=== wb_stage_flat ===
Figure 1. Routed metal, one colour a layer (wb_stage_flat).
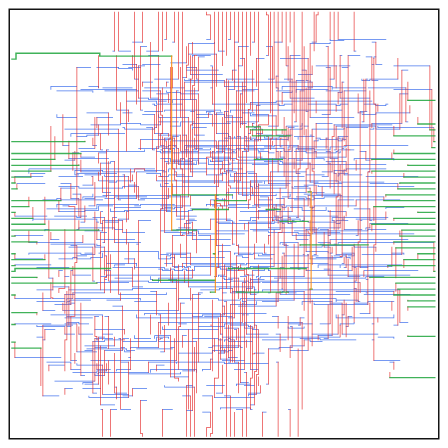

==> src/rtl/wb_stage_pkg.sv <==
// ----------------------------------------------------------------------------
// wb_stage_pkg
// Shared definitions for the write-back stage:
//   - register-file write strobe polarity (WRITE / READ)
//   - GPR data width and register count
//   - load funct3 codes (LB, LH, LW, LBU, LHU)
//   - write-back FSM state encoding
// Optional feature macro used by the stage: WB_MISALIGN_TRAP_EN.
// ----------------------------------------------------------------------------
package wb_stage_pkg;

    // gpr_we_ is active low: WRITE strobes the register file, READ idles it.
    localparam logic WRITE = 1'b0;
    localparam logic READ  = 1'b1;

    localparam int DATA_WIDTH_GPR = 32;
    localparam int DATA_HIGH_GPR  = 32;

    localparam logic [2:0] LB  = 3'b000;
    localparam logic [2:0] LH  = 3'b001;
    localparam logic [2:0] LW  = 3'b010;
    localparam logic [2:0] LBU = 3'b100;
    localparam logic [2:0] LHU = 3'b101;

    typedef enum logic {
        WB_IDLE      = 1'b0,
        WB_WAIT_LOAD = 1'b1
    } wb_state_e;

endpackage

==> src/rtl/wb_stage_if.sv <==
// ----------------------------------------------------------------------------
// wb_stage_if
// Bundles the MEM-stage handshake, data-bus return path and register-file
// write port of the write-back stage.
//   flush          pipeline kill, synchronous
//   mem_*          instruction presented by MEM (valid/rd_en/rd_addr/is_load/
//                  load_type/result)
//   dbus_rvalid/rdata  load return data, one-cycle pulse
//   wb_stall       stage busy, MEM holds its instruction
//   gpr_we_/gpr_wr_addr/gpr_wr_data  register-file write port (we_ active low)
//
// Handshake: MEM presents mem_valid with its payload; the instruction is taken
// on a rising edge where mem_valid=1, wb_stall=0 and flush=0. While wb_stall=1
// MEM keeps mem_valid and payload stable. dbus_rvalid is a single-cycle pulse
// with no backpressure and is only meaningful while a load is outstanding.
//
// Modports: master = pipeline/bus side driving the stage, slave = wb_stage.
// ----------------------------------------------------------------------------
interface wb_stage_if #(
    parameter int DATA_W = 32,
    parameter int ADDR_W = 5
) ();

    logic              flush;
    logic              mem_valid;
    logic              mem_rd_en;
    logic [ADDR_W-1:0] mem_rd_addr;
    logic              mem_is_load;
    logic [2:0]        mem_load_type;
    logic [DATA_W-1:0] mem_result;
    logic              dbus_rvalid;
    logic [DATA_W-1:0] dbus_rdata;
    logic              wb_stall;
    logic              gpr_we_;
    logic [ADDR_W-1:0] gpr_wr_addr;
    logic [DATA_W-1:0] gpr_wr_data;

    modport master (
        output flush, mem_valid, mem_rd_en, mem_rd_addr, mem_is_load,
               mem_load_type, mem_result, dbus_rvalid, dbus_rdata,
        input  wb_stall, gpr_we_, gpr_wr_addr, gpr_wr_data
    );

    modport slave (
        input  flush, mem_valid, mem_rd_en, mem_rd_addr, mem_is_load,
               mem_load_type, mem_result, dbus_rvalid, dbus_rdata,
        output wb_stall, gpr_we_, gpr_wr_addr, gpr_wr_data
    );

endinterface

==> src/rtl/wb_stage_load_align.sv <==
// ----------------------------------------------------------------------------
// load_align
// Purely combinational load data formatter. Selects the byte/half lane of a
// naturally aligned 32-bit bus word and sign- or zero-extends it.
//   i_load_type   load funct3
//   i_addr_lo     effective address bits [1:0]
//   i_rdata       bus read word
//   o_data        aligned/extended result
//   o_valid_type  funct3 is one of LB/LH/LW/LBU/LHU
//   o_misaligned  LH/LHU at odd address, or LW not word aligned
// Lane selection ignores the offending low bits (half lane = addr[1], LW =
// whole word); the caller decides whether o_misaligned matters.
// ----------------------------------------------------------------------------
module load_align
    import wb_stage_pkg::*;
#(
    parameter int DATA_W = DATA_WIDTH_GPR
) (
    input  logic [2:0]        i_load_type,
    input  logic [1:0]        i_addr_lo,
    input  logic [DATA_W-1:0] i_rdata,
    output logic [DATA_W-1:0] o_data,
    output logic              o_valid_type,
    output logic              o_misaligned
);

    logic [7:0]  w_byte;
    logic [15:0] w_half;

    // Lane pick assumes a 32-bit bus word.
    always_comb begin
        w_byte = i_rdata[7:0];
        case (i_addr_lo)
            2'd0:    w_byte = i_rdata[7:0];
            2'd1:    w_byte = i_rdata[15:8];
            2'd2:    w_byte = i_rdata[23:16];
            default: w_byte = i_rdata[31:24];
        endcase
        w_half = i_addr_lo[1] ? i_rdata[31:16] : i_rdata[15:0];
    end

    always_comb begin
        o_data       = '0;
        o_valid_type = 1'b1;
        o_misaligned = 1'b0;
        case (i_load_type)
            LB:  o_data = {{(DATA_W-8){w_byte[7]}}, w_byte};
            LBU: o_data = {{(DATA_W-8){1'b0}}, w_byte};
            LH: begin
                o_data       = {{(DATA_W-16){w_half[15]}}, w_half};
                o_misaligned = i_addr_lo[0];
            end
            LHU: begin
                o_data       = {{(DATA_W-16){1'b0}}, w_half};
                o_misaligned = i_addr_lo[0];
            end
            LW: begin
                o_data       = i_rdata;
                o_misaligned = |i_addr_lo;
            end
            default: o_valid_type = 1'b0;
        endcase
    end

endmodule

==> src/rtl/wb_stage.sv <==
// ----------------------------------------------------------------------------
// wb_stage
// Write-back stage feeding the single GPR write port. ALU results are written
// the cycle after acceptance; loads park the stage in WAIT_LOAD (wb_stall=1)
// until dbus_rvalid, then the aligned data is written the following cycle.
// Writes to x0, writes with rd_en=0 and reserved load types are suppressed.
// Ports:
//   clk             rising-edge clock
//   reset           asynchronous active-low reset
//   bus             wb_stage_if.slave (MEM handshake, dbus return, GPR port)
//   load_misaligned (only with WB_MISALIGN_TRAP_EN) one-cycle trap pulse
//   dbg_state       current FSM state, for observation only
// Optional feature macro: WB_MISALIGN_TRAP_EN -- misaligned LH/LHU/LW loads
// raise load_misaligned and do not write.
// ----------------------------------------------------------------------------
module wb_stage
    import wb_stage_pkg::*;
#(
    parameter int DATA_W = DATA_WIDTH_GPR,
    parameter int ADDR_W = $clog2(DATA_HIGH_GPR)
) (
    input  logic       clk,
    input  logic       reset,
    wb_stage_if.slave  bus,
`ifdef WB_MISALIGN_TRAP_EN
    output logic       load_misaligned,
`endif
    output wb_state_e  dbg_state
);

    wb_state_e         r_state;
    wb_state_e         w_state_nxt;

    // Fields of the outstanding load.
    logic              r_rd_en;
    logic [ADDR_W-1:0] r_rd_addr;
    logic [2:0]        r_load_type;
    logic [1:0]        r_addr_lo;

    logic              r_gpr_we_;
    logic [ADDR_W-1:0] r_gpr_wr_addr;
    logic [DATA_W-1:0] r_gpr_wr_data;

    logic              w_stall;
    logic              w_accept;
    logic              w_load_done;
    logic              w_wr_fire;
    logic [ADDR_W-1:0] w_wr_addr;
    logic [DATA_W-1:0] w_wr_data;

    logic [DATA_W-1:0] w_align_data;
    logic              w_align_valid_type;
    logic              w_align_misaligned;

    load_align #(.DATA_W(DATA_W)) u_load_align (
        .i_load_type  (r_load_type),
        .i_addr_lo    (r_addr_lo),
        .i_rdata      (bus.dbus_rdata),
        .o_data       (w_align_data),
        .o_valid_type (w_align_valid_type),
        .o_misaligned (w_align_misaligned)
    );

    // Stall is a decode of the state register only, so MEM never sees a
    // combinational path from stage inputs.
    assign w_stall     = (r_state == WB_WAIT_LOAD);
    assign w_accept    = bus.mem_valid && !w_stall && !bus.flush;
    // rvalid only counts while waiting; a pulse in the acceptance cycle lands
    // while still IDLE and is therefore ignored.
    assign w_load_done = w_stall && bus.dbus_rvalid && !bus.flush;

    always_comb begin
        w_state_nxt = r_state;
        if (bus.flush) begin
            w_state_nxt = WB_IDLE;
        end else begin
            case (r_state)
                WB_IDLE:      if (w_accept && bus.mem_is_load) w_state_nxt = WB_WAIT_LOAD;
                WB_WAIT_LOAD: if (bus.dbus_rvalid)             w_state_nxt = WB_IDLE;
                default:      w_state_nxt = WB_IDLE;
            endcase
        end
    end

    // Write selection. Acceptance only happens in IDLE and completion only in
    // WAIT_LOAD, so at most one source is active per cycle.
    always_comb begin
        w_wr_fire = 1'b0;
        w_wr_addr = r_gpr_wr_addr;
        w_wr_data = r_gpr_wr_data;
        if (w_accept && !bus.mem_is_load) begin
            w_wr_fire = bus.mem_rd_en && (bus.mem_rd_addr != '0);
            w_wr_addr = bus.mem_rd_addr;
            w_wr_data = bus.mem_result;
        end else if (w_load_done) begin
            w_wr_fire = r_rd_en && (r_rd_addr != '0) && w_align_valid_type
`ifdef WB_MISALIGN_TRAP_EN
                        && !w_align_misaligned
`endif
                        ;
            w_wr_addr = r_rd_addr;
            w_wr_data = w_align_data;
        end
    end

    always_ff @(posedge clk or negedge reset) begin
        if (!reset) begin
            r_state       <= WB_IDLE;
            r_rd_en       <= 1'b0;
            r_rd_addr     <= '0;
            r_load_type   <= '0;
            r_addr_lo     <= '0;
            r_gpr_we_     <= READ;
            r_gpr_wr_addr <= '0;
            r_gpr_wr_data <= '0;
        end else begin
            r_state   <= w_state_nxt;
            r_gpr_we_ <= w_wr_fire ? WRITE : READ;
            // Address/data only move on a real write so they hold otherwise.
            if (w_wr_fire) begin
                r_gpr_wr_addr <= w_wr_addr;
                r_gpr_wr_data <= w_wr_data;
            end
            if (w_accept && bus.mem_is_load) begin
                r_rd_en     <= bus.mem_rd_en;
                r_rd_addr   <= bus.mem_rd_addr;
                r_load_type <= bus.mem_load_type;
                r_addr_lo   <= bus.mem_result[1:0];
            end
        end
    end

`ifdef WB_MISALIGN_TRAP_EN
    logic r_misaligned;

    // Only defined load types can flag, so reserved codes never trap.
    always_ff @(posedge clk or negedge reset) begin
        if (!reset) begin
            r_misaligned <= 1'b0;
        end else begin
            r_misaligned <= w_load_done && w_align_valid_type && w_align_misaligned;
        end
    end

    assign load_misaligned = r_misaligned;
`else
    logic w_unused_misaligned;
    assign w_unused_misaligned = w_align_misaligned;
`endif

    assign bus.wb_stall    = w_stall;
    assign bus.gpr_we_     = r_gpr_we_;
    assign bus.gpr_wr_addr = r_gpr_wr_addr;
    assign bus.gpr_wr_data = r_gpr_wr_data;
    assign dbg_state       = r_state;

endmodule

==> src/flat_wrapper.sv <==
// flat-port wrapper written by rule: the top's interface ports become plain ports
module wb_stage_flat import wb_stage_pkg::*;
#(
    parameter int DATA_W = DATA_WIDTH_GPR,
    parameter int ADDR_W = $clog2(DATA_HIGH_GPR)
)
  (clk, reset, dbg_state, bus_flush, bus_mem_valid, bus_mem_rd_en, bus_mem_rd_addr, bus_mem_is_load, bus_mem_load_type, bus_mem_result, bus_dbus_rvalid, bus_dbus_rdata, bus_wb_stall, bus_gpr_we_, bus_gpr_wr_addr, bus_gpr_wr_data);
  wb_stage_if #(.DATA_W(DATA_W), .ADDR_W(ADDR_W)) bus_i ();
  input  logic clk;
  input  logic reset;
  output wb_state_e dbg_state;
  input wire logic [$bits(bus_i.flush)-1:0] bus_flush;
  input wire logic [$bits(bus_i.mem_valid)-1:0] bus_mem_valid;
  input wire logic [$bits(bus_i.mem_rd_en)-1:0] bus_mem_rd_en;
  input wire logic [$bits(bus_i.mem_rd_addr)-1:0] bus_mem_rd_addr;
  input wire logic [$bits(bus_i.mem_is_load)-1:0] bus_mem_is_load;
  input wire logic [$bits(bus_i.mem_load_type)-1:0] bus_mem_load_type;
  input wire logic [$bits(bus_i.mem_result)-1:0] bus_mem_result;
  input wire logic [$bits(bus_i.dbus_rvalid)-1:0] bus_dbus_rvalid;
  input wire logic [$bits(bus_i.dbus_rdata)-1:0] bus_dbus_rdata;
  output wire logic [$bits(bus_i.wb_stall)-1:0] bus_wb_stall;
  output wire logic [$bits(bus_i.gpr_we_)-1:0] bus_gpr_we_;
  output wire logic [$bits(bus_i.gpr_wr_addr)-1:0] bus_gpr_wr_addr;
  output wire logic [$bits(bus_i.gpr_wr_data)-1:0] bus_gpr_wr_data;
  assign bus_i.flush = bus_flush;
  assign bus_i.mem_valid = bus_mem_valid;
  assign bus_i.mem_rd_en = bus_mem_rd_en;
  assign bus_i.mem_rd_addr = bus_mem_rd_addr;
  assign bus_i.mem_is_load = bus_mem_is_load;
  assign bus_i.mem_load_type = bus_mem_load_type;
  assign bus_i.mem_result = bus_mem_result;
  assign bus_i.dbus_rvalid = bus_dbus_rvalid;
  assign bus_i.dbus_rdata = bus_dbus_rdata;
  assign bus_wb_stall = bus_i.wb_stall;
  assign bus_gpr_we_ = bus_i.gpr_we_;
  assign bus_gpr_wr_addr = bus_i.gpr_wr_addr;
  assign bus_gpr_wr_data = bus_i.gpr_wr_data;
  wb_stage #(.DATA_W(DATA_W), .ADDR_W(ADDR_W)) u_core (.clk(clk), .reset(reset), .bus(bus_i), .dbg_state(dbg_state));
endmodule
==> config.mk <==
export PLATFORM = sky130hd
export DESIGN_NAME = wb_stage_flat
export DESIGN_NICKNAME = d
export VERILOG_FILES = /design/src/rtl/wb_stage_pkg.sv /design/src/rtl/wb_stage_if.sv /design/src/rtl/wb_stage_load_align.sv /design/src/rtl/wb_stage.sv /design/src/flat_wrapper.sv
export SDC_FILE = /design/constraint.sdc
export NUM_CORES = 1
export LEC_CHECK = 0
export CORE_MARGIN = 4
export CORE_UTILIZATION = 41
export DETAILED_ROUTE_END_ITERATION = 16
export PLACE_DENSITY_LB_ADDON = 0.25
export SYNTH_ARGS = -nofsm -noshare
export SYNTH_HDL_FRONTEND = slang
export SYNTH_HIERARCHICAL = 1
export SYNTH_SLANG_ARGS = --single-unit
==> constraint.sdc <==
create_clock -name clk -period 2.2 [get_ports clk]
set_input_delay 0.33 -clock clk [delete_from_list [all_inputs] [get_ports clk]]
set_output_delay 0.33 -clock clk [all_outputs]
set_load 0.01 [all_outputs]
=== decode_unit ===
<file path="src/rtl/decode_unit_pkg.sv">
// rtl/decode_unit_pkg.sv - ISA opcodes, ALU codes, FSM state codes and control bundle type
package decode_unit_pkg;

    localparam logic [3:0] OP_ADD  = 4'h0;
    localparam logic [3:0] OP_SUB  = 4'h1;
    localparam logic [3:0] OP_AND  = 4'h2;
    localparam logic [3:0] OP_OR   = 4'h3;
    localparam logic [3:0] OP_ADDI = 4'h4;
    localparam logic [3:0] OP_LW   = 4'h5;
    localparam logic [3:0] OP_SW   = 4'h6;
    localparam logic [3:0] OP_BEQ  = 4'h7;
    localparam logic [3:0] OP_JMP  = 4'h8;
    localparam logic [3:0] OP_LDI  = 4'h9;
    localparam logic [3:0] OP_HALT = 4'hF;

    localparam logic [2:0] ALU_ADD   = 3'd0;
    localparam logic [2:0] ALU_SUB   = 3'd1;
    localparam logic [2:0] ALU_AND   = 3'd2;
    localparam logic [2:0] ALU_OR    = 3'd3;
    localparam logic [2:0] ALU_PASSB = 3'd4;

    localparam logic [0:0] S_RUN = 1'b0;
    localparam logic [0:0] S_EXT = 1'b1;

    typedef struct packed {
        logic [2:0] alu_op;
        logic       use_imm;
        logic       reg_we;
        logic       mem_rd;
        logic       mem_wr;
        logic       branch;
        logic       jump;
        logic       illegal;
        logic       halt;
    } ctrl_t;

endpackage

</file>
<file path="src/rtl/decode_unit_instr_fields.sv">
// rtl/decode_unit_instr_fields.sv - combinational opcode to control-strobe table
module decode_unit_instr_fields
    import decode_unit_pkg::*;
(
    input  logic [3:0] op,
    output ctrl_t      ctrl
);

    always_comb begin
        ctrl = '0;
        case (op)
            OP_ADD:  begin ctrl.alu_op = ALU_ADD; ctrl.reg_we = 1'b1; end
            OP_SUB:  begin ctrl.alu_op = ALU_SUB; ctrl.reg_we = 1'b1; end
            OP_AND:  begin ctrl.alu_op = ALU_AND; ctrl.reg_we = 1'b1; end
            OP_OR:   begin ctrl.alu_op = ALU_OR;  ctrl.reg_we = 1'b1; end
            OP_ADDI: begin ctrl.alu_op = ALU_ADD; ctrl.use_imm = 1'b1; ctrl.reg_we = 1'b1; end
            OP_LW:   begin
                ctrl.alu_op  = ALU_ADD;
                ctrl.use_imm = 1'b1;
                ctrl.reg_we  = 1'b1;
                ctrl.mem_rd  = 1'b1;
            end
            OP_SW:   begin ctrl.alu_op = ALU_ADD; ctrl.use_imm = 1'b1; ctrl.mem_wr = 1'b1; end
            OP_BEQ:  begin ctrl.alu_op = ALU_SUB; ctrl.branch = 1'b1; end
            OP_JMP:  ctrl.jump = 1'b1;
            OP_LDI:  begin ctrl.alu_op = ALU_PASSB; ctrl.reg_we = 1'b1; end
            OP_HALT: ctrl.halt = 1'b1;
            default: ctrl.illegal = 1'b1;
        endcase
    end

endmodule

</file>
<file path="src/rtl/decode_unit.sv">
// rtl/decode_unit.sv - registered decode stage with LDI assembly FSM, flush and sticky halt
module decode_unit
    import decode_unit_pkg::*;
#(
    parameter int DATA_W = 16,
    parameter int IMM_W  = 6,
    parameter int REG_AW = 3
) (
    input  logic              clk,
    input  logic              rst,
    input  logic              if_valid,
    output logic              if_ready,
    input  logic [DATA_W-1:0] instr,
    input  logic              flush,
    output logic              id_valid,
    input  logic              ex_ready,
    output logic [REG_AW-1:0] rd,
    output logic [REG_AW-1:0] rs1,
    output logic [REG_AW-1:0] rs2,
    output logic [IMM_W-1:0]  const_out,
    output logic [DATA_W-1:0] imm16,
    output logic [2:0]        alu_op,
    output logic              use_imm,
    output logic              reg_we,
    output logic              mem_rd,
    output logic              mem_wr,
    output logic              branch,
    output logic              jump,
    output logic              illegal,
    output logic              halt
);

    logic [0:0]        state;
    logic              halted;
    logic [DATA_W-1:0] pend_word;
    logic [DATA_W-1:0] dec_word;
    logic              accept;
    logic              ldi_first;
    logic              emit;
    ctrl_t             ctrl;

    assign if_ready = ~halted & (~id_valid | ex_ready);
    assign accept   = if_valid & if_ready & ~flush;

    // In S_EXT the bundle is decoded from the held first word; the incoming word is only data.
    assign dec_word  = (state == S_EXT) ? pend_word : instr;
    assign ldi_first = (state == S_RUN) && (instr[15:12] == OP_LDI);
    assign emit      = accept & ~ldi_first;

    decode_unit_instr_fields u_fields (
        .op   (dec_word[15:12]),
        .ctrl (ctrl)
    );

    always_ff @(posedge clk) begin
        if (rst) begin
            state     <= S_RUN;
            halted    <= 1'b0;
            pend_word <= '0;
            id_valid  <= 1'b0;
            rd        <= '0;
            rs1       <= '0;
            rs2       <= '0;
            const_out <= '0;
            imm16     <= '0;
            alu_op    <= '0;
            use_imm   <= 1'b0;
            reg_we    <= 1'b0;
            mem_rd    <= 1'b0;
            mem_wr    <= 1'b0;
            branch    <= 1'b0;
            jump      <= 1'b0;
            illegal   <= 1'b0;
            halt      <= 1'b0;
        end else if (flush) begin
            id_valid <= 1'b0;
            state    <= S_RUN;
        end else begin
            if (accept && ldi_first) begin
                pend_word <= instr;
                state     <= S_EXT;
            end
            if (emit) begin
                rd        <= dec_word[11:9];
                rs1       <= dec_word[8:6];
                rs2       <= dec_word[5:3];
                const_out <= dec_word[5:0];
                imm16     <= (state == S_EXT) ? instr : '0;
                alu_op    <= ctrl.alu_op;
                use_imm   <= ctrl.use_imm;
                reg_we    <= ctrl.reg_we;
                mem_rd    <= ctrl.mem_rd;
                mem_wr    <= ctrl.mem_wr;
                branch    <= ctrl.branch;
                jump      <= ctrl.jump;
                illegal   <= ctrl.illegal;
                halt      <= ctrl.halt;
                state     <= S_RUN;
                if (ctrl.halt) begin
                    halted <= 1'b1;
                end
            end
            if (emit) begin
                id_valid <= 1'b1;
            end else if (ex_ready) begin
                id_valid <= 1'b0;
            end
        end
    end

endmodule

</file>
<file path="config.mk">
export PLATFORM = sky130hd
export DESIGN_NAME = decode_unit
export DESIGN_NICKNAME = d
export VERILOG_FILES = /design/src/rtl/decode_unit_pkg.sv /design/src/rtl/decode_unit_instr_fields.sv /design/src/rtl/decode_unit.sv
export SDC_FILE = /design/constraint.sdc
export NUM_CORES = 1
export LEC_CHECK = 0
export ABC_AREA = 1
export CORE_MARGIN = 2
export CORE_UTILIZATION = 48
export DETAILED_ROUTE_END_ITERATION = 16
export PLACE_DENSITY = 0.85
export SLEW_MARGIN = 20
export SYNTH_ARGS = -nofsm -noshare
export SYNTH_HDL_FRONTEND = slang
export SYNTH_SLANG_ARGS = --single-unit
</file>
<file path="constraint.sdc">
create_clock -name clk -period 1.7 [get_ports clk]
set_clock_uncertainty 0.15 [all_clocks]
set_input_delay 0.51 -clock clk [delete_from_list [all_inputs] [get_ports clk]]
set_output_delay 0.51 -clock clk [all_outputs]
set_load 0.005 [all_outputs]
</file>
=== vga_ctrl_param ===
File: config.mk
export PLATFORM = sky130hd
export DESIGN_NAME = vga_ctrl_param
export DESIGN_NICKNAME = d
export VERILOG_FILES = /design/src/rtl/vga_pkg.sv /design/src/rtl/vga_ctrl_param_sync_counter.sv /design/src/rtl/vga_ctrl_param.sv
export SDC_FILE = /design/constraint.sdc
export NUM_CORES = 1
export LEC_CHECK = 0
export CAP_MARGIN = 0
export CORE_UTILIZATION = 30
export CTS_CLUSTER_DIAMETER = 150
export DETAILED_ROUTE_END_ITERATION = 7
export PLACE_DENSITY = 0.59
export SLEW_MARGIN = 20
export SYNTH_ARGS = -nofsm -noshare
export SYNTH_HDL_FRONTEND = slang
export SYNTH_SLANG_ARGS = --single-unit
File: constraint.sdc
create_clock -name vga_clk -period 2 [get_ports vga_clk]
set_clock_uncertainty 0.05 [all_clocks]
set_input_delay 0.3 -clock vga_clk [delete_from_list [all_inputs] [get_ports vga_clk]]
set_output_delay 0.3 -clock vga_clk [all_outputs]
set_load 0.02 [all_outputs]
File: src/rtl/vga_pkg.sv
// vga_pkg -- shared definitions for the parameterised VGA controller.
//   * default 640x480@60 timing constants (pixels / lines)
//   * region_t: per-axis position inside a line or frame
//   * pixel_t:  {r,g,b} pixel at the default channel width
//   * bar_color(): colour table for the eight-bar test pattern, used
//     when the design is built with VGA_TEST_PATTERN_EN
package vga_pkg;

    localparam int DEF_H_ACTIVE = 640;
    localparam int DEF_H_FP     = 16;
    localparam int DEF_H_SYNC   = 96;
    localparam int DEF_H_BP     = 48;
    localparam int DEF_H_TOTAL  = DEF_H_ACTIVE + DEF_H_FP + DEF_H_SYNC + DEF_H_BP;

    localparam int DEF_V_ACTIVE = 480;
    localparam int DEF_V_FP     = 10;
    localparam int DEF_V_SYNC   = 2;
    localparam int DEF_V_BP     = 33;
    localparam int DEF_V_TOTAL  = DEF_V_ACTIVE + DEF_V_FP + DEF_V_SYNC + DEF_V_BP;

    localparam int DEF_COLOR_W  = 4;
    localparam int NUM_BARS     = 8;

    // Order matches the scan order along each axis.
    typedef enum logic [1:0] {
        RGN_ACTIVE = 2'd0,
        RGN_FP     = 2'd1,
        RGN_SYNC   = 2'd2,
        RGN_BP     = 2'd3
    } region_t;

    typedef struct packed {
        logic [DEF_COLOR_W-1:0] r;
        logic [DEF_COLOR_W-1:0] g;
        logic [DEF_COLOR_W-1:0] b;
    } pixel_t;

    // One bit per channel {r,g,b}; a set bit drives that channel all-ones.
    typedef logic [2:0] bar_mask_t;

    function automatic bar_mask_t bar_color(input logic [2:0] idx);
        case (idx)
            3'd0:    return 3'b111; // white
            3'd1:    return 3'b110; // yellow
            3'd2:    return 3'b011; // cyan
            3'd3:    return 3'b010; // green
            3'd4:    return 3'b101; // magenta
            3'd5:    return 3'b100; // red
            3'd6:    return 3'b001; // blue
            default: return 3'b000; // black
        endcase
    endfunction

endpackage

File: src/rtl/vga_ctrl_param_sync_counter.sv
// vga_sync_counter -- horizontal/vertical scan counters and region decode.
//   vga_clk, clrn      : pixel clock, async active-low reset
//   h_cnt, v_cnt       : current pixel column / line (stage 0)
//   h_region, v_region : active / front porch / sync / back porch per axis
// The frame wraps from the last pixel of the last line straight to (0,0).
module vga_sync_counter
    import vga_pkg::*;
#(
    parameter int H_ACTIVE = DEF_H_ACTIVE,
    parameter int H_FP     = DEF_H_FP,
    parameter int H_SYNC   = DEF_H_SYNC,
    parameter int H_BP     = DEF_H_BP,
    parameter int V_ACTIVE = DEF_V_ACTIVE,
    parameter int V_FP     = DEF_V_FP,
    parameter int V_SYNC   = DEF_V_SYNC,
    parameter int V_BP     = DEF_V_BP,
    parameter int HW       = 10,
    parameter int VW       = 10
) (
    input  logic          vga_clk,
    input  logic          clrn,
    output logic [HW-1:0] h_cnt,
    output logic [VW-1:0] v_cnt,
    output region_t       h_region,
    output region_t       v_region
);

    localparam int H_TOTAL = H_ACTIVE + H_FP + H_SYNC + H_BP;
    localparam int V_TOTAL = V_ACTIVE + V_FP + V_SYNC + V_BP;

    localparam logic [HW-1:0] H_LAST   = HW'(H_TOTAL - 1);
    localparam logic [HW-1:0] H_FP_BEG = HW'(H_ACTIVE);
    localparam logic [HW-1:0] H_SY_BEG = HW'(H_ACTIVE + H_FP);
    localparam logic [HW-1:0] H_BP_BEG = HW'(H_ACTIVE + H_FP + H_SYNC);

    localparam logic [VW-1:0] V_LAST   = VW'(V_TOTAL - 1);
    localparam logic [VW-1:0] V_FP_BEG = VW'(V_ACTIVE);
    localparam logic [VW-1:0] V_SY_BEG = VW'(V_ACTIVE + V_FP);
    localparam logic [VW-1:0] V_BP_BEG = VW'(V_ACTIVE + V_FP + V_SYNC);

    always_ff @(posedge vga_clk or negedge clrn) begin
        if (!clrn) begin
            h_cnt <= '0;
            v_cnt <= '0;
        end else if (h_cnt == H_LAST) begin
            h_cnt <= '0;
            v_cnt <= (v_cnt == V_LAST) ? '0 : v_cnt + VW'(1);
        end else begin
            h_cnt <= h_cnt + HW'(1);
        end
    end

    always_comb begin
        h_region = RGN_BP;
        if (h_cnt < H_FP_BEG)      h_region = RGN_ACTIVE;
        else if (h_cnt < H_SY_BEG) h_region = RGN_FP;
        else if (h_cnt < H_BP_BEG) h_region = RGN_SYNC;

        v_region = RGN_BP;
        if (v_cnt < V_FP_BEG)      v_region = RGN_ACTIVE;
        else if (v_cnt < V_SY_BEG) v_region = RGN_FP;
        else if (v_cnt < V_BP_BEG) v_region = RGN_SYNC;
    end

endmodule

File: src/rtl/vga_ctrl_param.sv
// vga_ctrl_param -- parameterised VGA timing controller with pixel fetch.
//   vga_clk, clrn        : pixel clock, async active-low reset
//   test_en              : colour-bar select (only with VGA_TEST_PATTERN_EN)
//   d_in                 : {r,g,b} pixel from the source, RD_LAT after rdn
//   row_addr, col_addr   : requested pixel, registered from the counters
//   rdn                  : active-low read strobe, low for active requests
//   r, g, b              : colour, blanked outside the active area
//   hs, vs               : syncs at HS_POL / VS_POL
//   frame_start          : one-cycle pulse aligned with pixel (0,0) on r/g/b
// Build option: define VGA_TEST_PATTERN_EN to add test_en and the
// eight-bar generator; otherwise pixels always come from d_in.
// Pipeline: counters (stage 0, cycle n) -> address/rdn (n+1) ->
// d_in (n+1+RD_LAT) -> r/g/b (n+PD), PD = RD_LAT+2. Syncs, active flag
// and frame_start travel alongside so everything leaves aligned.
module vga_ctrl_param
    import vga_pkg::*;
#(
    parameter int H_ACTIVE = DEF_H_ACTIVE,
    parameter int H_FP     = DEF_H_FP,
    parameter int H_SYNC   = DEF_H_SYNC,
    parameter int H_BP     = DEF_H_BP,
    parameter int V_ACTIVE = DEF_V_ACTIVE,
    parameter int V_FP     = DEF_V_FP,
    parameter int V_SYNC   = DEF_V_SYNC,
    parameter int V_BP     = DEF_V_BP,
    parameter int HS_POL   = 0,
    parameter int VS_POL   = 0,
    parameter int COLOR_W  = DEF_COLOR_W,
    parameter int ADDR_W   = 10,
    parameter int RD_LAT   = 1
) (
    input  logic                 vga_clk,
    input  logic                 clrn,
`ifdef VGA_TEST_PATTERN_EN
    input  logic                 test_en,
`endif
    input  logic [3*COLOR_W-1:0] d_in,
    output logic [ADDR_W-1:0]    row_addr,
    output logic [ADDR_W-1:0]    col_addr,
    output logic                 rdn,
    output logic [COLOR_W-1:0]   r,
    output logic [COLOR_W-1:0]   g,
    output logic [COLOR_W-1:0]   b,
    output logic                 hs,
    output logic                 vs,
    output logic                 frame_start
);

    localparam int H_TOTAL = H_ACTIVE + H_FP + H_SYNC + H_BP;
    localparam int V_TOTAL = V_ACTIVE + V_FP + V_SYNC + V_BP;
    localparam int PD      = RD_LAT + 2;
    // One spare count of headroom so every region boundary fits the counter.
    localparam int HW      = $clog2(H_TOTAL + 1);
    localparam int VW      = $clog2(V_TOTAL + 1);

    if (RD_LAT < 1 || RD_LAT > 4) begin : g_bad_rd_lat
        $error("vga_ctrl_param: RD_LAT must be within 1..4");
    end

    typedef struct packed {
        logic [COLOR_W-1:0] r;
        logic [COLOR_W-1:0] g;
        logic [COLOR_W-1:0] b;
    } rgb_t;

    // ---------------- stage 0: counters and decode ----------------
    logic [HW-1:0] h_cnt;
    logic [VW-1:0] v_cnt;
    region_t       h_region, v_region;
    logic          active, first_px, read_req;

    vga_sync_counter #(
        .H_ACTIVE (H_ACTIVE), .H_FP (H_FP), .H_SYNC (H_SYNC), .H_BP (H_BP),
        .V_ACTIVE (V_ACTIVE), .V_FP (V_FP), .V_SYNC (V_SYNC), .V_BP (V_BP),
        .HW       (HW),       .VW   (VW)
    ) u_sync (
        .vga_clk  (vga_clk),
        .clrn     (clrn),
        .h_cnt    (h_cnt),
        .v_cnt    (v_cnt),
        .h_region (h_region),
        .v_region (v_region)
    );

    assign active   = (h_region == RGN_ACTIVE) && (v_region == RGN_ACTIVE);
    assign first_px = (h_cnt == '0) && (v_cnt == '0);

`ifdef VGA_TEST_PATTERN_EN
    // Bar position tracked incrementally alongside h_cnt so no divider
    // by H_ACTIVE/8 is needed. bar_idx saturates once past the last bar.
    localparam int BAR_W = H_ACTIVE / NUM_BARS;
    localparam int BPW   = (BAR_W > 1) ? $clog2(BAR_W) : 1;
    localparam logic [BPW-1:0] BAR_LAST = BPW'(BAR_W - 1);
    localparam logic [HW-1:0]  H_LAST   = HW'(H_TOTAL - 1);

    logic [BPW-1:0] bar_pos;
    logic [2:0]     bar_idx;
    logic [PD-1:1]  tp_pipe;
    logic [PD-1:1][2:0] mask_pipe;

    always_ff @(posedge vga_clk or negedge clrn) begin
        if (!clrn) begin
            bar_pos <= '0;
            bar_idx <= '0;
        end else if (h_cnt == H_LAST) begin
            bar_pos <= '0;
            bar_idx <= '0;
        end else if (bar_pos == BAR_LAST) begin
            bar_pos <= '0;
            if (bar_idx != 3'd7) bar_idx <= bar_idx + 3'd1;
        end else begin
            bar_pos <= bar_pos + BPW'(1);
        end
    end

    // Test mode and bar colour only need to reach the r/g/b register,
    // which loads one stage before the outputs.
    always_ff @(posedge vga_clk or negedge clrn) begin
        if (!clrn) begin
            tp_pipe   <= '0;
            mask_pipe <= '0;
        end else begin
            tp_pipe   <= {tp_pipe[PD-2:1], test_en};
            mask_pipe <= {mask_pipe[PD-2:1], bar_color(bar_idx)};
        end
    end

    assign read_req = active & ~test_en;
`else
    assign read_req = active;
`endif

    // ---------------- stage 1: address and read strobe ----------------
    always_ff @(posedge vga_clk or negedge clrn) begin
        if (!clrn) begin
            col_addr <= '0;
            row_addr <= '0;
            rdn      <= 1'b1;
        end else begin
            col_addr <= active ? ADDR_W'(h_cnt) : '0;
            row_addr <= active ? ADDR_W'(v_cnt) : '0;
            rdn      <= ~read_req;
        end
    end

    // ---------------- alignment pipes ----------------
    // hs/vs are carried as "in sync region" so an all-zero reset state
    // maps to the inactive level for either polarity.
    logic [PD:1] vld_pipe, hs_pipe, vs_pipe, fs_pipe;

    always_ff @(posedge vga_clk or negedge clrn) begin
        if (!clrn) begin
            vld_pipe <= '0;
            hs_pipe  <= '0;
            vs_pipe  <= '0;
            fs_pipe  <= '0;
        end else begin
            vld_pipe <= {vld_pipe[PD-1:1], active};
            hs_pipe  <= {hs_pipe[PD-1:1],  h_region == RGN_SYNC};
            vs_pipe  <= {vs_pipe[PD-1:1],  v_region == RGN_SYNC};
            fs_pipe  <= {fs_pipe[PD-1:1],  first_px};
        end
    end

    // ---------------- stage PD: pixel register ----------------
    rgb_t px_src, px_q;

    always_comb begin
        px_src = rgb_t'(d_in);
`ifdef VGA_TEST_PATTERN_EN
        if (tp_pipe[PD-1])
            px_src = {{COLOR_W{mask_pipe[PD-1][2]}},
                      {COLOR_W{mask_pipe[PD-1][1]}},
                      {COLOR_W{mask_pipe[PD-1][0]}}};
`endif
    end

    always_ff @(posedge vga_clk or negedge clrn) begin
        if (!clrn) px_q <= '0;
        else       px_q <= px_src;
    end

    // Blank with the aligned active flag; data captured outside the
    // active area (or before the pipe fills) never reaches the pins.
    assign r = vld_pipe[PD] ? px_q.r : '0;
    assign g = vld_pipe[PD] ? px_q.g : '0;
    assign b = vld_pipe[PD] ? px_q.b : '0;

    assign hs          = (HS_POL != 0) ? hs_pipe[PD] : ~hs_pipe[PD];
    assign vs          = (VS_POL != 0) ? vs_pipe[PD] : ~vs_pipe[PD];
    assign frame_start = fs_pipe[PD];

endmodule

Figure 2. Close-up of the layout (wb_stage_flat).
Region (29, 10) to (69, 50) um. Cells in grey, sequential cells in the stronger grey; small squares are vias.
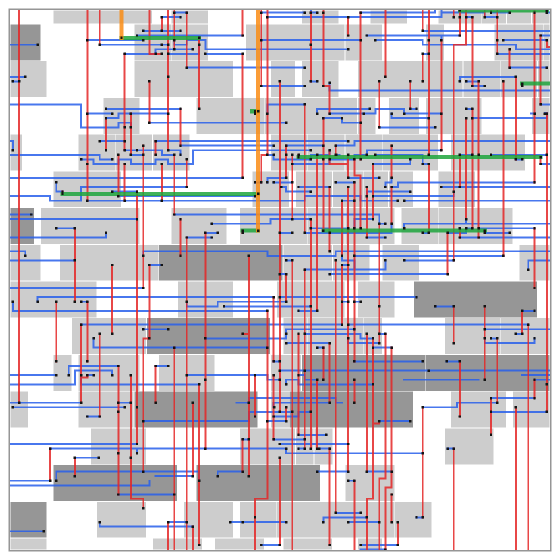
legend:
  green:
    layer: met3
  blue:
    layer: met1
  red:
    layer: met2
  orange:
    layer: met4
sequential cells in the window: 9
cells with their middle in the window: 85
most frequent: buf_4 (13), mux2_2 (11), dfrtp_1 (9)
netlist names of flops here include: u_core/r_load_type (3), u_core/r_addr_lo (2)

About Figure 1:
legend:
  orange:
    layer: met4
    wire_length: 85.0 um
  green:
    layer: met3
    wire_length: 655 um
  blue:
    layer: met1
    wire_length: 4,330 um
  red:
    layer: met2
    wire_length: 4,450 um

==> Changelog: implementation, wb_stage_flat <==
### Physical design

- VDD IR-drop max: 0.000479 V
- Clock root buffer master: clkbuf_8
- Final total negative setup slack: 0 ps
- Final weighted congestion of routability-driven global placement: 0.855
- Outcome: finished clean
- Finished layout cell area: about 0.005 sq mm
- Total Routing Usage GR: between 10% and 20%
- Post-synth design cell area: between 0.003 and 0.004 sq mm
- Fin. Hold Viols: 0
- Crit-path cells: or2_2 > nand2_1 > nand4_1 > o31ai_4 > buf_4 > mux2_2
- Final ANT Viol Nets: 0
- Uppermost signal routing layer after detailed routing: met4
- Number of placed I/O pins: ~120
- Standard-cell rows: 32
- Maximum buffer depth of the clock tree: 2
- Number of gates resized after CTS: 1
- Die x size: between 90 and 100 um
- Type of the worst setup path: flip-flop to flip-flop
- CP endpoint kind: flip-flop
- Share of cells above drive strength 1: 35.5%
- Most frequently placed logic cells in the final layout: 117 x clkdlybuf4s50_1, 80 x mux2_2, 49 x dfrtp_1, 23 x a21oi_1, 21 x mux2_4
- Critical path data required time: roughly 2400 ps
- Comb/total area: between 30 and 40%
- Detailed-route wire length per cell: 18.7 um
- First-pass GRT wire length: 15.6 mm
- Congestion Overflow GR: 0
- Pwr Density: around 860 mW/mm^2
- Multi-input gates: 202
- Max-capacitance violation count: 0
- Met3 Track Usage GR: 4.95%
- Flop-to-flop setup slack: between 100 and 150 ps
- Post-synthesis to final-layout area growth: 45.2%
[wb_stage_flat: worst max-delay path: cells and delay by family, from the launching register on]
family | cells | cell delay (ps)
compound gates | 1 | 390
simple gates | 3 | 570
buf+inv | 1 | 240
mux | 1 | 340
flops | 1 | 420
[wb_stage_flat: report_power, final]
| part | leakage (nW) | internal [W] | switching [W] | total [W] |
|---|---|---|---|---|
| logic | 1.35 | 0.00135 | 0.000857 | 0.00221 |
| clock network | 0.0472 | 0.000254 | 0.000322 | 0.000576 |
| registers | 0.627 | 0.00123 | 0.000191 | 0.00142 |
| total | 2.03 | 0.00284 | 0.00137 | 0.00420 |
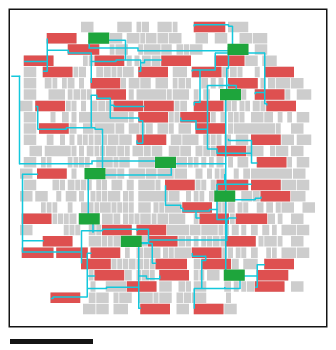
Figure 3: decode_unit, clock network drawn from the DEF.
Bar = 20 um.
legend:
  green:
    item: cells driving clock nets
    count: 9
  red:
    item: flip-flops
    count: 58
  cyan:
    item: clock wires
    length: 740 um
routed clock nets: 10

==> Changelog: implementation, decode_unit <==
### Physical design

- Die x size: about 76 um
- Average cell area after synthesis: 7.10 sq um
- XOR/XNOR share of the synthesized area: 0%
- Number of vias after detailed routing: about 2,700
- Multi-input gates: 255
- Outcome: finished clean
- Flops out of synthesis: between 50 and 60
- CP endpoint kind: flip-flop
- Worst hold endpoint: pend_word[14]$_SDFFE_PP0P_
- Number of clock sinks: ~58
- Ranking of synthesized cells by area: dfxtp_1 46%, nand2_1 14%, nor2_1 11%
- Combinational power: approximately 0.00043 W
- Critical path endpoint: const_out[1]$_SDFFE_PP0P_
- CP peak stage delay: 200 ps
- Number of buffers created by CTS: 9
- Type of the worst setup path: input pin to flip-flop
- CTS tree: done
- Area fraction in compound gates: between 10% and 20%
- Total of buffers placed on input and output ports: roughly 64
- Clock root buffer master: clkbuf_8
- Number of placed I/O pins: approximately 65
- Final setup fails: 0
- Chip area estimate from yosys synthesis: roughly 0.0025 sq mm
- Worst min-delay path startpoint: pend_word[14]$_SDFFE_PP0P_
- Type of the tightest min-delay check: flip-flop to flip-flop
- Top comb family, area: simple AND/OR/NAND/NOR gates
- Met3 Track Usage GR: 6.64%
- Mux share: 0%
- First-pass GRT wire length: around 11 mm
- Total number of tap cells: about 70
- Avg Vias per Cell: just over 5
- Met2 Track Usage GR: between 40% and 50%
- Biggest consumer: sequential cells
- Comb/total area: between 30% and 40%
- Met1 usage: between 20% and 30%
- Share of synthesized registers carrying an async set or reset: 0%
- Total Routing Usage GR: around a quarter
- Combinational cell fraction of total power: between 10% and 20%
- Final period util: roughly 100%
- Post-layout nets: about 470
- Clock network fraction of total power: 38.7%
- Cell internal pwr: approximately 0.0023 W
- Switching pwr: approximately 0.00076 W
- Detailed-routing wirelength on met1: ~2.8 mm
- VDD IR-drop max: ~0.00056 V
- DRC violations left: 0
- Worst skew pair latency: 340 ps
[decode_unit: registers in the layout (all words and copies together) (netlist names), 3 cells and up]
signal     count
imm16         16
rs2            3
alu_op         3
pend_word     16
const_out      3
rd             3
rs1            3
[decode_unit: per-stage QoR]
step,setup TNS (ps),instance area (sq um)
floorplan,0,2500
global placement,-25600,3270
detailed placement,-27890,3270
CTS,-5.00,3600
global route,-633,3720
finish,0,3720
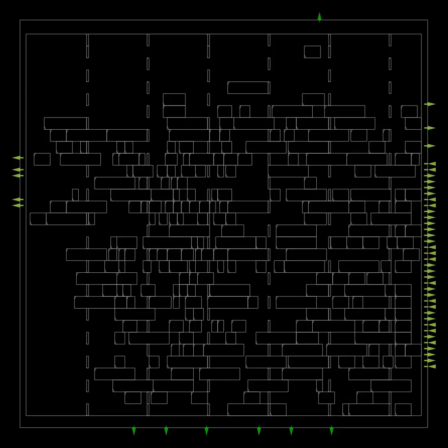
Figure 4: vga_ctrl_param, placement view.
core region area: 0.00785 sq mm
fraction of area in registers: 49.7%
final sequential cell count: 65
number of standard cells in the final layout excluding fillers: 364
standard-cell rows: 32

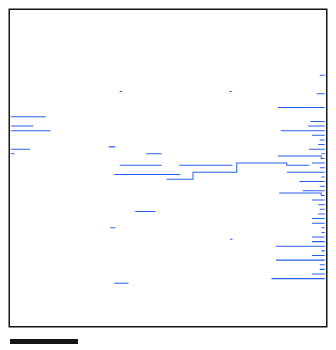
Figure 5: vga_ctrl_param, signal wires on met3.
Bar = 20 um.
wire length on this layer: 328 um
share of all routed wire: 7.1%
longest straight run: 19.1 um
main direction: horizontal
nets with wire on the layer: 47

==> Changelog: implementation, vga_ctrl_param <==
### Physical design

- Outcome: finished clean
- Fin. Hold Viols: 0
- Count of library flops with an enable pin: 0
- Cell depth of the worst setup path: 2
- VDD IR-drop max: 0.000343 V
- Die x size: slightly above 90 um
- Final period util: between 90 and 100%
- Pwr Density: 771 mW/mm^2
- Layer carrying the most global-route usage: met2
- Flop-to-flop setup slack: 220 ps
- Critical path endpoint: r[1]
- Detailed-routing wirelength on met1: 2.24 mm
- Clock root buffer master: clkbuf_8
- Switching pwr: ~0.00051 W
- Biggest consumer: sequential cells
- Min cycle time layout: about 1900 ps
- Depth of the worst register-to-register path: 5
- Final weighted congestion of routability-driven global placement: approximately 0.81
- Number of buffers created by CTS: 9
- Detailed Route Iter0 Violations: 44
- Filler cells: between 700 and 800
- Post-synthesis cell count: 206
- Average cell area after synthesis: 12.1 sq um
- Total sequential power: between 0.001 and 0.0015 W
- Number of vias after detailed routing: about 1,600
- Crit-path cells: and2_1 > clkdlybuf4s50_1
- Most frequently placed logic cells in the final layout: 63 x dfrtp_1, 48 x clkdlybuf4s50_1, 28 x and2_1, 14 x nor2_1, 11 x clkbuf_8
- Vias in the first global route: between 1,500 and 2,000
- Area share of the largest cell type after synthesis: ~65%
- Worst r2r dst: u_sync.v_cnt[3]$_DFFE_PN0N_
- Number of cells in the yosys synthesis report: 206
- Worst hold margin: 297 ps
- Type of the worst setup path: flip-flop to primary output
- Critical-path cell with the highest stage delay: clkdlybuf4s50_1
- XOR/XNOR share of the synthesized area: 3.53%
- Count of antenna diodes in the layout: 0
- Number of gates resized after CTS: 0
- Routed length on met3: 327 um
- CP peak stage delay: slightly below 600 ps
- H-tree Lvls: 3
- Number of placed I/O pins: ~50
- Setup crit start: vld_pipe[3]$_DFF_PN0_
- Total die size: 0.00864 sq mm
- Met2 Track Usage GR: 17.2%
- Max-capacitance violation count: 0
- DP Wirelength: 3.15 mm
- Largest delay share family, worst path: buffers and inverters
- Sequential share of the synthesized area: between 60% and 70%
- Congestion Overflow GR: 0
- Number of clock sinks: about 65
- Most repeated cell in the gate-level netlist after synthesis: dfrtp_1
- Vertical extent of the die: approximately 93 um
- Yosys warning tally: 0
vga_ctrl_param: cell type report:
type,instances,area share (%)
Clock inverter,3,1.22
Clock buffer,12,4.73
Sequential cell,65,49.7
Tap cell,102,3.89
Timing Repair Buffer,54,16.4
Multi-Input combinational cell,120,23.2
Inverter,8,0.916
vga_ctrl_param: state kept, by name, indices dropped and copies added, names as in the netlist:
name / count
col_addr: 10
fs_pipe: 3
hs_pipe: 3
px_q: 12
rdn: 1
row_addr: 10
u_sync.h_cnt: 10
u_sync.v_cnt: 10
vld_pipe: 3
vs_pipe: 3

=== ll_stream_decimator ===
Figure 6. Routed metal, one colour a layer (ll_stream_decimator).
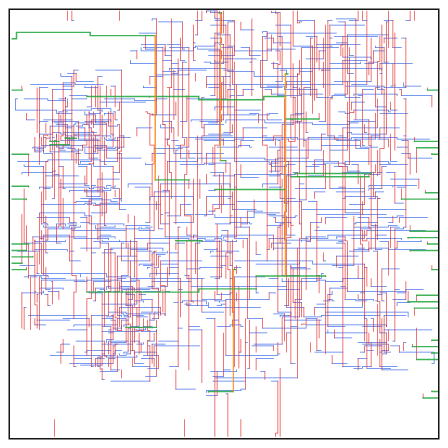
File: src/rtl/ll_stream_decimator.sv
// Raster-order token decimator: keeps one pixel per DECIM x DECIM block and buffers kept
// tokens in a DEPTH-entry FIFO. Define LL_STREAM_LAST_EN to add the Out1_LAST end-of-frame flag.
`timescale 1ns/1ps
module ll_stream_decimator #(
   parameter int DATA_W = 16,
   parameter int DEPTH  = 4,
   parameter int IMG_W  = 512,
   parameter int IMG_H  = 512,
   parameter int DECIM  = 2
) (
   input  logic                         CLK,
   input  logic                         RESET,
   input  logic [DATA_W-1:0]            In1_DATA,
   input  logic [15:0]                  In1_COUNT,
   input  logic                         In1_SEND,
   output logic                         In1_ACK,
   input  logic                         Out1_RDY,
   input  logic                         Out1_ACK,
   output logic [DATA_W-1:0]            Out1_DATA,
   output logic [15:0]                  Out1_COUNT,
   output logic                         Out1_SEND,
`ifdef LL_STREAM_LAST_EN
   output logic                         Out1_LAST,
`endif
   output logic [$clog2(DEPTH+1)-1:0]   Level
);

   localparam int AW = $clog2(DEPTH);
   localparam int LW = $clog2(DEPTH + 1);
   localparam int CW = (IMG_W > 1) ? $clog2(IMG_W) : 1;
   localparam int RW = (IMG_H > 1) ? $clog2(IMG_H) : 1;
   localparam int PW = (DECIM > 1) ? $clog2(DECIM) : 1;
`ifdef LL_STREAM_LAST_EN
   localparam int EW = DATA_W + 1;
`else
   localparam int EW = DATA_W;
`endif

   localparam logic [CW-1:0] COL_MAX  = CW'(IMG_W - 1);
   localparam logic [RW-1:0] ROW_MAX  = RW'(IMG_H - 1);
   localparam logic [PW-1:0] PH_MAX   = PW'(DECIM - 1);
   localparam logic [LW-1:0] FULL_LVL = LW'(DEPTH);

   logic [EW-1:0] mem_q [DEPTH];
   logic [AW-1:0] wr_ptr_q, wr_ptr_d, rd_ptr_q, rd_ptr_d;
   logic [LW-1:0] level_q, level_d;
   logic [CW-1:0] col_q, col_d;
   logic [RW-1:0] row_q, row_d;
   logic [PW-1:0] cphase_q, cphase_d, rphase_q, rphase_d;
   logic          full, empty, keep, push, pop;
   logic [EW-1:0] entry;
   logic          unused_inputs;

   // COUNT from upstream and ACK from downstream carry no information this actor needs.
   assign unused_inputs = ^{In1_COUNT, Out1_ACK};

   assign full  = (level_q == FULL_LVL);
   assign empty = (level_q == '0);
   assign keep  = (cphase_q == '0) && (rphase_q == '0);

   // Handshake: a token moves on In1 whenever In1_ACK is high and on Out1 whenever
   // Out1_SEND is high; no bypass, so a full FIFO refuses input even while popping.
   assign In1_ACK    = RESET & In1_SEND & ~full;
   assign Out1_SEND  = RESET & Out1_RDY & ~empty;
   assign Out1_COUNT = {15'd0, Out1_SEND};
   assign Out1_DATA  = mem_q[rd_ptr_q][DATA_W-1:0];
   assign Level      = level_q;
   assign push       = In1_ACK & keep;
   assign pop        = Out1_SEND;

`ifdef LL_STREAM_LAST_EN
   localparam logic [CW-1:0] LAST_COL = CW'(((IMG_W - 1) / DECIM) * DECIM);
   localparam logic [RW-1:0] LAST_ROW = RW'(((IMG_H - 1) / DECIM) * DECIM);
   assign entry     = {(col_q == LAST_COL) && (row_q == LAST_ROW), In1_DATA};
   assign Out1_LAST = Out1_SEND & mem_q[rd_ptr_q][DATA_W];
`else
   assign entry = In1_DATA;
`endif

   always_comb begin
      col_d    = col_q;
      row_d    = row_q;
      cphase_d = cphase_q;
      rphase_d = rphase_q;
      if (In1_ACK) begin
         if (col_q == COL_MAX) begin
            col_d    = '0;
            cphase_d = '0;
            if (row_q == ROW_MAX) begin
               row_d    = '0;
               rphase_d = '0;
            end else begin
               row_d    = row_q + RW'(1);
               rphase_d = (rphase_q == PH_MAX) ? '0 : rphase_q + PW'(1);
            end
         end else begin
            col_d    = col_q + CW'(1);
            cphase_d = (cphase_q == PH_MAX) ? '0 : cphase_q + PW'(1);
         end
      end
   end

   always_comb begin
      wr_ptr_d = push ? wr_ptr_q + AW'(1) : wr_ptr_q;
      rd_ptr_d = pop  ? rd_ptr_q + AW'(1) : rd_ptr_q;
      level_d  = level_q;
      case ({push, pop})
         2'b10:   level_d = level_q + LW'(1);
         2'b01:   level_d = level_q - LW'(1);
         default: level_d = level_q;
      endcase
   end

   always_ff @(posedge CLK or negedge RESET) begin
      if (!RESET) begin
         wr_ptr_q <= '0;
         rd_ptr_q <= '0;
         level_q  <= '0;
         col_q    <= '0;
         row_q    <= '0;
         cphase_q <= '0;
         rphase_q <= '0;
         for (int i = 0; i < DEPTH; i++) mem_q[i] <= '0;
      end else begin
         wr_ptr_q <= wr_ptr_d;
         rd_ptr_q <= rd_ptr_d;
         level_q  <= level_d;
         col_q    <= col_d;
         row_q    <= row_d;
         cphase_q <= cphase_d;
         rphase_q <= rphase_d;
         if (push) mem_q[wr_ptr_q] <= entry;
      end
   end

endmodule
File: config.mk
export PLATFORM = sky130hd
export DESIGN_NAME = ll_stream_decimator
export DESIGN_NICKNAME = d
export VERILOG_FILES = /design/src/rtl/ll_stream_decimator.sv
export SDC_FILE = /design/constraint.sdc
export NUM_CORES = 1
export LEC_CHECK = 0
export CAP_MARGIN = 15
export CORE_UTILIZATION = 55
export DETAILED_ROUTE_END_ITERATION = 6
export GPL_ROUTABILITY_DRIVEN = 1
export HOLD_SLACK_MARGIN = 0.08
export PLACE_DENSITY = 0.81
export SLEW_MARGIN = 20
export SYNTH_ARGS = -nofsm -noshare
export SYNTH_HDL_FRONTEND = slang
export SYNTH_SLANG_ARGS = --single-unit
File: constraint.sdc
create_clock -name CLK -period 3.45 [get_ports CLK]
set_clock_uncertainty 0.15 [all_clocks]
set_input_delay 0.5175 -clock CLK [delete_from_list [all_inputs] [get_ports CLK]]
set_output_delay 0.5175 -clock CLK [all_outputs]
set_load 0.1 [all_outputs]
==> Changelog: implementation <==
### Physical design

- Initial Util: between 50% and 60%
- Flop-to-flop setup slack: just over 800 ps
- Count of clock buffers in the final design: 12
- Cell kind with the greatest summed area: flip-flops and latches
- Outcome: finished clean
- Top comb family, area: multiplexers
- Finished layout cell area: between 0.004 and 0.005 sq mm
- Standard-cell rows: 32
- Total die size: just over 0.008 sq mm
- Element type at the critical path start: input pin
- Largest delay share family, worst path: buffers and inverters
- Post-synthesis to final-layout area growth: 13.5%
- Mux share: roughly a quarter
- Layout buffer count excluding clock buffers: about 45
- Critical path data required time: around 2800 ps
- Worst r2r dst: row_q[4]$_DFFE_PN0P_
- Congestion Overflow GR: 0
- Final weighted congestion of routability-driven global placement: between 0.7 and 0.8
- CP peak stage delay: approximately 530 ps
- Number of buffers created by CTS: 9
- Share of cells above drive strength 1: 33.9%
- Yosys warning tally: 0
- CTS tree: done
- Critical path endpoint: In1_ACK
- Sequential cell area: between 0.002 and 0.0025 sq mm
- Flops out of synthesis: ~90
- Post-synth design cell area: about 0.0043 sq mm
About Figure 6:
legend:
  green:
    layer: met3
    wire_length: 319 um
  orange:
    layer: met4
    wire_length: 131 um
  red:
    layer: met2
    wire_length: 3,880 um
  blue:
    layer: met1
    wire_length: 3,270 um

[routing by layer]
| layer | global-route usage (%) | up-vias | share of wire (%) | routed length (um) |
|---|---|---|---|---|
| met1 | 25.0 | 1332 | 43 | 3270 |
| met4 | 5.95 | 0 | 1.7 | 130 |
| met2 | 34.2 | 59 | 51 | 3880 |
| li1 | - | 1209 | - | - |
| met3 | 5.56 | 11 | 4.2 | 319 |
| met5 | 0 | - | 0 | 0 |


## Gallery

Placement view.
shot_01.png
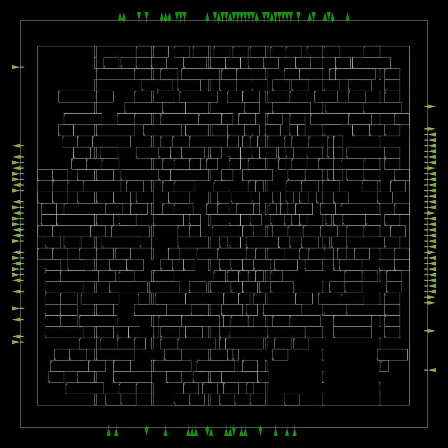
shot_02.png
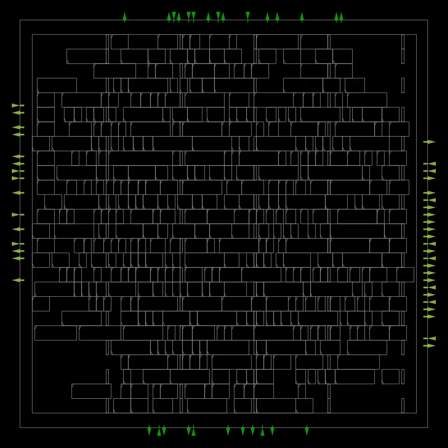
shot_03.png
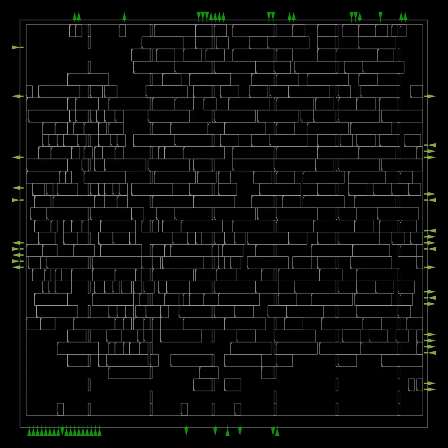
- shot_01.png = wb_stage_flat
- shot_03.png = ll_stream_decimator
- shot_02.png = decode_unit

Power is estimated from default activity; no workload was simulated.
